=== pipe_buffer ===
==> pipe_buffer/sizes.png <==
Bar = 20 µm.
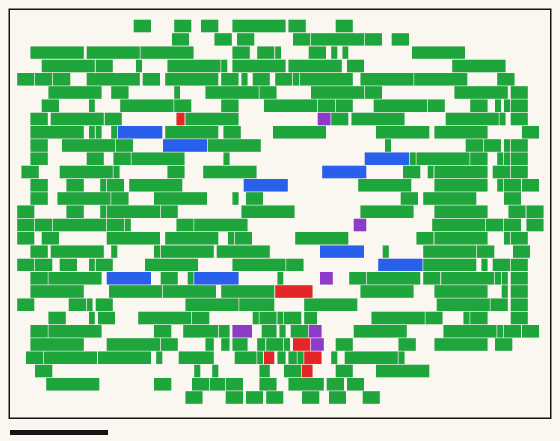

File: config.mk
export PLATFORM = sky130hd
export DESIGN_NAME = pipe_buffer
export DESIGN_NICKNAME = d
export VERILOG_FILES = /design/src/rtl/cpu_pkg.sv /design/src/rtl/pipe_buffer.sv
export SDC_FILE = /design/constraint.sdc
export NUM_CORES = 1
export LEC_CHECK = 0
export CAP_MARGIN = 20
export CORE_ASPECT_RATIO = 0.75
export CORE_MARGIN = 1
export CORE_UTILIZATION = 40
export CTS_CLUSTER_SIZE = 25
export DETAILED_ROUTE_END_ITERATION = 7
export PLACE_DENSITY = 0.71
export SETUP_SLACK_MARGIN = 0.02
export SYNTH_ARGS = -nofsm -noshare
export SYNTH_HDL_FRONTEND = slang
export SYNTH_SLANG_ARGS = --single-unit
File: constraint.sdc
create_clock -name clk -period 5.2 [get_ports clk]
set_clock_uncertainty 0.15 [all_clocks]
set_input_delay 0.78 -clock clk [delete_from_list [all_inputs] [get_ports clk]]
set_output_delay 0.78 -clock clk [all_outputs]
set_load 0.02 [all_outputs]
File: src/rtl/cpu_pkg.sv
// ---------------------------------------------------------------------------
// cpu_pkg : shared widths and pipeline packet layouts for the core
// Revision: 1.0
// ---------------------------------------------------------------------------
`default_nettype none

package cpu_pkg;

  localparam int PC_WIDTH    = 12;
  localparam int INSTR_WIDTH = 32;
  localparam int PREG_WIDTH  = 6;
  localparam int AREG_WIDTH  = 5;

  typedef struct packed {
    logic [PC_WIDTH-1:0]    pc;
    logic [INSTR_WIDTH-1:0] instr;
  } fetch_pkt_t;

  typedef struct packed {
    logic [PC_WIDTH-1:0]    pc;
    logic [INSTR_WIDTH-1:0] instr;
    logic [6:0]             c_sig;
    logic [2:0]             alu_sig;
    logic [31:0]            imm;
  } decode_pkt_t;

endpackage

`default_nettype wire

File: src/rtl/pipe_buffer.sv
// ---------------------------------------------------------------------------
// pipe_buffer : elastic valid/ready FIFO between pipeline stages, with flush
// Revision: 1.0
// ---------------------------------------------------------------------------
`default_nettype none

module pipe_buffer
  import cpu_pkg::*;
#(
  parameter int WIDTH = $bits(fetch_pkt_t),
  parameter int DEPTH = 2,
  parameter int PTR_W = $clog2(DEPTH)
) (
  input  logic             clk,
  input  logic             rst,
  input  logic             flush,
  input  logic             in_valid,
  output logic             in_ready,
  input  logic [WIDTH-1:0] in_data,
  output logic             out_valid,
  input  logic             out_ready,
  output logic [WIDTH-1:0] out_data,
  output logic [PTR_W:0]   count
);

  localparam logic [PTR_W:0] c_full = (PTR_W+1)'(DEPTH);

  logic [WIDTH-1:0] mem_q [DEPTH];
  logic [PTR_W-1:0] rd_ptr_q, rd_ptr_d;
  logic [PTR_W-1:0] wr_ptr_q, wr_ptr_d;
  logic [PTR_W:0]   count_q,  count_d;
  logic             w_push, w_pop;

  // Handshakes come from registered occupancy only, so no ready/valid loop.
  assign in_ready  = (count_q != c_full);
  assign out_valid = (count_q != '0);
  assign out_data  = out_valid ? mem_q[rd_ptr_q] : '0;
  assign count     = count_q;

  assign w_push = in_valid & in_ready & ~flush;
  assign w_pop  = out_valid & out_ready & ~flush;

  always_comb begin
    rd_ptr_d = rd_ptr_q;
    wr_ptr_d = wr_ptr_q;
    count_d  = count_q;
    if (flush) begin
      rd_ptr_d = '0;
      wr_ptr_d = '0;
      count_d  = '0;
    end else begin
      if (w_push) wr_ptr_d = wr_ptr_q + PTR_W'(1);
      if (w_pop)  rd_ptr_d = rd_ptr_q + PTR_W'(1);
      if (w_push && !w_pop)      count_d = count_q + (PTR_W+1)'(1);
      else if (w_pop && !w_push) count_d = count_q - (PTR_W+1)'(1);
    end
  end

  always_ff @(posedge clk) begin
    if (rst) begin
      rd_ptr_q <= '0;
      wr_ptr_q <= '0;
      count_q  <= '0;
    end else begin
      rd_ptr_q <= rd_ptr_d;
      wr_ptr_q <= wr_ptr_d;
      count_q  <= count_d;
    end
  end

  // Storage is deliberately left unreset; out_data is masked while empty.
  always_ff @(posedge clk) begin
    if (w_push && !rst) mem_q[wr_ptr_q] <= in_data;
  end

endmodule

`default_nettype wire
=== bcd_xs3_serial_codec ===
File: src/rtl/bcd_xs3_serial_codec.sv
// Bit-serial BCD <-> Excess-3 converter for a packed word of DIGITS nibbles.
// One full adder is reused for every bit, LSB first. Each digit is handled
// modulo 16, and no carry passes from one digit into the next.
module bcd_xs3_serial_codec #(
    parameter int DIGITS = 4
) (
    input  logic                  clk,
    input  logic                  rst_n,
    input  logic                  in_valid,
    output logic                  in_ready,
    input  logic                  in_mode,
    input  logic [4*DIGITS-1:0]   in_data,
    output logic                  out_valid,
    input  logic                  out_ready,
    output logic [4*DIGITS-1:0]   out_data,
    output logic [DIGITS-1:0]     out_err
);

    localparam int W  = 4 * DIGITS;
    localparam int CW = $clog2(W);

    typedef enum logic [1:0] {
        IDLE  = 2'd0,
        SHIFT = 2'd1,
        DONE  = 2'd2
    } state_t;

    state_t            state;
    state_t            state_next;
    logic [W-1:0]      src_reg;
    logic [W-1:0]      res_reg;
    logic [CW-1:0]     cnt;
    logic              cy;
    logic              mode_reg;
    logic [DIGITS-1:0] err_reg;
    logic [DIGITS-1:0] err_mask;
    logic [3:0]        digit;
    logic [1:0]        k;
    logic              a_bit;
    logic              c_bit;
    logic              cy_in;
    logic              sum_bit;
    logic              cy_next;
    logic              last_bit;

    // Flag illegal digits of the word on the input port, so the mask is ready at accept
    always_comb begin
        err_mask = '0;
        digit    = '0;
        for (int i = 0; i < DIGITS; i++) begin
            digit = in_data[4*i +: 4];
            if (in_mode)
                err_mask[i] = (digit < 4'd3) || (digit > 4'd12);
            else
                err_mask[i] = (digit > 4'd9);
        end
    end

    // One serial full-adder step: add 0011, or add 1100 plus 1 (= -3 mod 16)
    always_comb begin
        k        = cnt[1:0];
        a_bit    = src_reg[0];
        c_bit    = mode_reg ? k[1] : ~k[1];
        cy_in    = (k == 2'd0) ? mode_reg : cy;
        sum_bit  = a_bit ^ c_bit ^ cy_in;
        cy_next  = (a_bit & c_bit) | (a_bit & cy_in) | (c_bit & cy_in);
        last_bit = (cnt == CW'(W - 1));
    end

    // State register
    always_ff @(posedge clk or negedge rst_n) begin
        if (!rst_n)
            state <= IDLE;
        else
            state <= state_next;
    end

    // Next-state logic for the IDLE -> SHIFT -> DONE handshake sequence
    always_comb begin
        state_next = state;
        case (state)
            IDLE:    if (in_valid) state_next = SHIFT;
            SHIFT:   if (last_bit) state_next = DONE;
            DONE:    if (out_ready) state_next = IDLE;
            default: state_next = IDLE;
        endcase
    end

    // Datapath: load on accept, then shift one bit per clock into the result MSB
    always_ff @(posedge clk or negedge rst_n) begin
        if (!rst_n) begin
            src_reg  <= '0;
            res_reg  <= '0;
            cnt      <= '0;
            cy       <= 1'b0;
            mode_reg <= 1'b0;
            err_reg  <= '0;
        end else begin
            case (state)
                IDLE: begin
                    if (in_valid) begin
                        src_reg  <= in_data;
                        mode_reg <= in_mode;
                        err_reg  <= err_mask;
                        cnt      <= '0;
                        cy       <= 1'b0;
                    end
                end
                SHIFT: begin
                    src_reg <= src_reg >> 1;
                    res_reg <= {sum_bit, res_reg[W-1:1]};
                    cy      <= cy_next;
                    cnt     <= cnt + CW'(1);
                end
                default: ;
            endcase
        end
    end

    assign in_ready  = (state == IDLE);
    assign out_valid = (state == DONE);
    assign out_data  = res_reg;
    assign out_err   = err_reg;

endmodule

File: config.mk
export PLATFORM = sky130hd
export DESIGN_NAME = bcd_xs3_serial_codec
export DESIGN_NICKNAME = d
export VERILOG_FILES = /design/src/rtl/bcd_xs3_serial_codec.sv
export SDC_FILE = /design/constraint.sdc
export NUM_CORES = 1
export LEC_CHECK = 0
export ABC_AREA = 1
export CAP_MARGIN = 20
export CORE_MARGIN = 2
export CORE_UTILIZATION = 30
export DETAILED_ROUTE_END_ITERATION = 10
export PLACE_DENSITY_LB_ADDON = 0.12
export SYNTH_ARGS = -nofsm -noshare
export SYNTH_HDL_FRONTEND = slang
export SYNTH_SLANG_ARGS = --single-unit
File: constraint.sdc
create_clock -name clk -period 1.8 [get_ports clk]
set_input_delay 0.18 -clock clk [delete_from_list [all_inputs] [get_ports clk]]
set_output_delay 0.18 -clock clk [all_outputs]
set_load 0.005 [all_outputs]
==> pipe_buffer/placement_by_type.png <==
Bar = 20 µm.
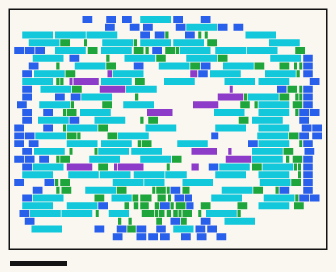
legend:
  blue:
    class: other buffers and delay cells
    cells: 99
    share_of_their_area: 21%
  cyan:
    class: flops
    cells: 93
    share_of_their_area: 58%
  purple:
    class: clock drivers and dummy loads
    cells: 16
    share_of_their_area: 5.5%
  green:
    class: combinational and other logic
    cells: 112
    share_of_their_area: 16%
Seq area share: 56.2%
design area: 4880 µm²
core area: 8530 µm²
Final Core Density: 57.3%

Notes on pipe_buffer/sizes.png above:
legend:
  purple:
    size: _3 and _4 cells
    cells: 6
    share: 1.9%
  red:
    size: _2 cells
    cells: 6
    share: 1.9%
  green:
    size: _0 and _1 cells
    cells: 299
    share: 93%
  blue:
    size: _6 and larger
    cells: 9
    share: 2.8%
Layout area overhead: 37.7%
Signal buffers: 99
setup ws final: 1.70 ns

==> changes_impl.md, pipe_buffer <==
## Flow update

* Status: complete, no violations
* Slowest stage cell, crit path: dfxtp_2
* I/O pins at 97
* DRC violations left at 0
* Metal3 WL at ~450 µm
* Final HPWL DP at a little over 4000 µm
* Reg2reg setup slack at between 3 and 4 ns
* Fin crit share at between 60% and 70%
* Via count at 2034
* Antenna diodes at 0
* Largest fanout on the critical path at 28
* Combinational power share at 9.4%
* Post-cts gate resize count at 0
* Top-count cell post-synth: edfxtp_1
* Post-Syn Nets at 265
* Combinational Power at 0.000145 W
* Total power at approximately 0.0015 W
* Chip area at 9250 µm²
* CTS Hold Bufs at 0
* Antenna violations before repair at 0
* Latency at later pin at 0.32 ns
* Post-Synthesis Cell Area at 3550 µm²
* Crit path cell chain: buf_4 > mux2i_1 > nor2_1 > clkdlybuf4s50_1
* Switching Power at 0.000319 W
* Clk pwr at 0.000562 W
## pipe_buffer: path summary, 6_finish.rpt
kind,startpoint,endpoint,cells after the start
worst max register to register,count[0],mem_q[0][21],4
worst max-delay path,register,out_data[4],4
worst min-delay path,rd_ptr_q,rd_ptr_q,2
worst min register to register,rd_ptr_q,rd_ptr_q,2
## pipe_buffer: state kept, by name (all words and copies together) (netlist names), named ones only
name      cells
mem_q        88
rd_ptr_q      1
count         2
wr_ptr_q      1
==> bcd_xs3_serial_codec/logic_types.png <==
Bar = 20 µm.
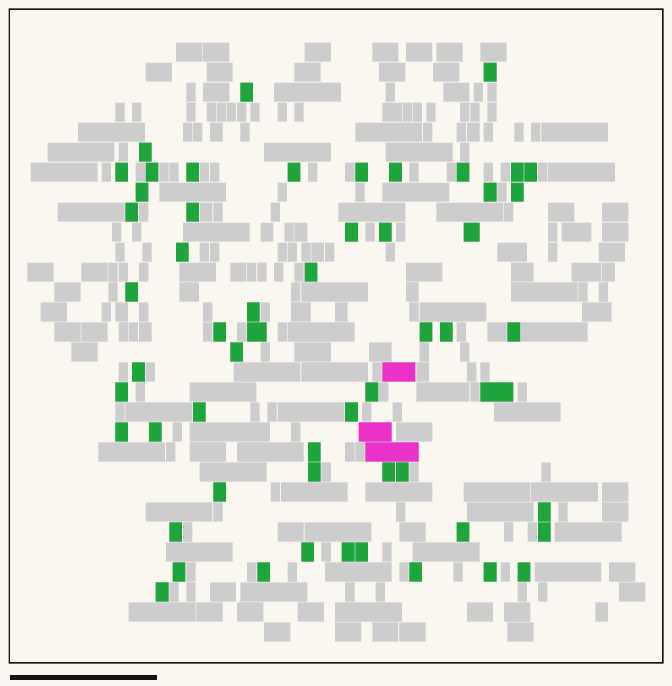
legend:
  green:
    family: inverting AOI/OAI gates
    cells: 56
    most_used: o21ai_1
  magenta:
    family: adder and majority cells
    cells: 3
    most_used: ha_1
Top cell excl fill/tap: nand2_1
logic share of the area: 29.6%
final non-filler cell total: 406

==> bcd_xs3_serial_codec/congestion.png <==
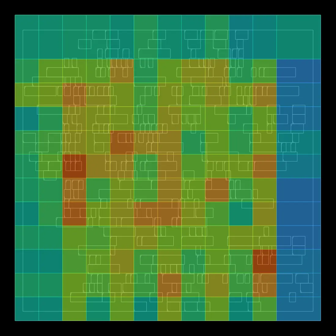
Final Core Density: 40.2%
grt met1 use: 18.8%
wire length per cell: 11.5 µm
All-Layer GR Usage: 12.9%

==> changes_impl.md, bcd_xs3_serial_codec <==
## Flow update

* Status: complete, no violations
* Switching Power at 0.00164 W
* WP buf/inv at 1
* # H-tree levels at 2
* Max-cap violations at 0
* Clk pin slew, worst setup/hold paths at 0.09 ns
* Clk tree area frac at 4.03%
* Sum Neg Setup Slack at 0 ns
* Reg-to-reg critical path endpoint: out_data[15]
* YS chip area at roughly 2200 µm²
* Final HPWL DP at 3320 µm
* Max incr delay on CP at 0.52 ns
* Post-cts gate resize count at 0
* Combinational Power at 0.00196 W
* Crit path cell chain: nor2_4 > clkdlybuf4s50_1
* Largest power group: combinational logic
* Yosys simple share at 21.6%
* Sequential power at 0.00168 W
* Ys cells at 264
* Final setup viols at 0
* I/O pins at 43
* Antenna violations before repair at 0
* Place WS at 0.237 ns
* CTS Root Cell: clkbuf_8
* Signal buffers at 47
* Most Crowded Layer GR: met1
* Global Route met3 Usage at roughly 3.7%
* Flop pwr share at 38.2%
* Worst setup EP type: output pin
* Row cnt at 30
* Fp util at 31.3%
* Worst VDD drop at 0.000405 V
* I/O Buffers at 42
* Total power at 0.00441 W
* Xor+xnor area frac at 0.407%
* MI comb cells at 173
* Dominant comb cell: simple AND/OR/NAND/NOR gates
* Vias in the first global route at 1642
* Tool warnings at 27
* 1st-iter DRT viols at 67
* Largest fanout on the critical path at 4
* Adder share at under 10%
* Net count, final at 333
* Met2 Use GR at between 10% and 20%
## bcd_xs3_serial_codec: cells in the mapped netlist
master,n
nor3_1,1
a31o_2,1
a21oi_1,5
o211ai_1,1
o21ai_1,28
xnor2_1,1
ha_1,2
inv_2,2
buf_2,1
nand2_1,73
buf_4,2
o21ai_0,20
nor2_1,24
buf_6,6
nand3_1,10
nor2_4,1
fa_1,1
inv_1,35
dfrtp_1,44
inv_4,1
nand2_4,3
o22ai_2,1
o22ai_1,1
## bcd_xs3_serial_codec: metal layers
layer	vias up	wire length [µm]
met1	830	2370
met5	-	0
met2	31	2070
met4	0	48
li1	912	-
met3	4	178


==> screenshots <==
Sequential cells coloured by netlist name.
Bar = 20 µm. Other sequential cells in the stronger grey, the rest of the logic in the fainter grey.
panel A
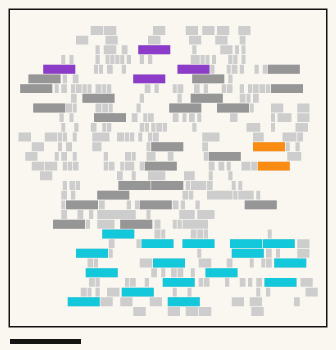
panel B
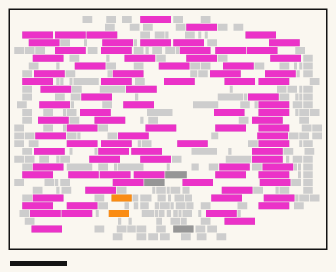
Panel A is bcd_xs3_serial_codec.
Panel B is pipe_buffer.
- most sequential cells: panel B
- largest die: panel B

Key to panel A:
legend:
  orange:
    name_in_the_netlist: state
    placed_flops: 2
  purple:
    name_in_the_netlist: out_err
    placed_flops: 4
    where: north
  cyan:
    name_in_the_netlist: out_data
    placed_flops: 16
not coloured: 22

Power is estimated from default activity; no workload was simulated.
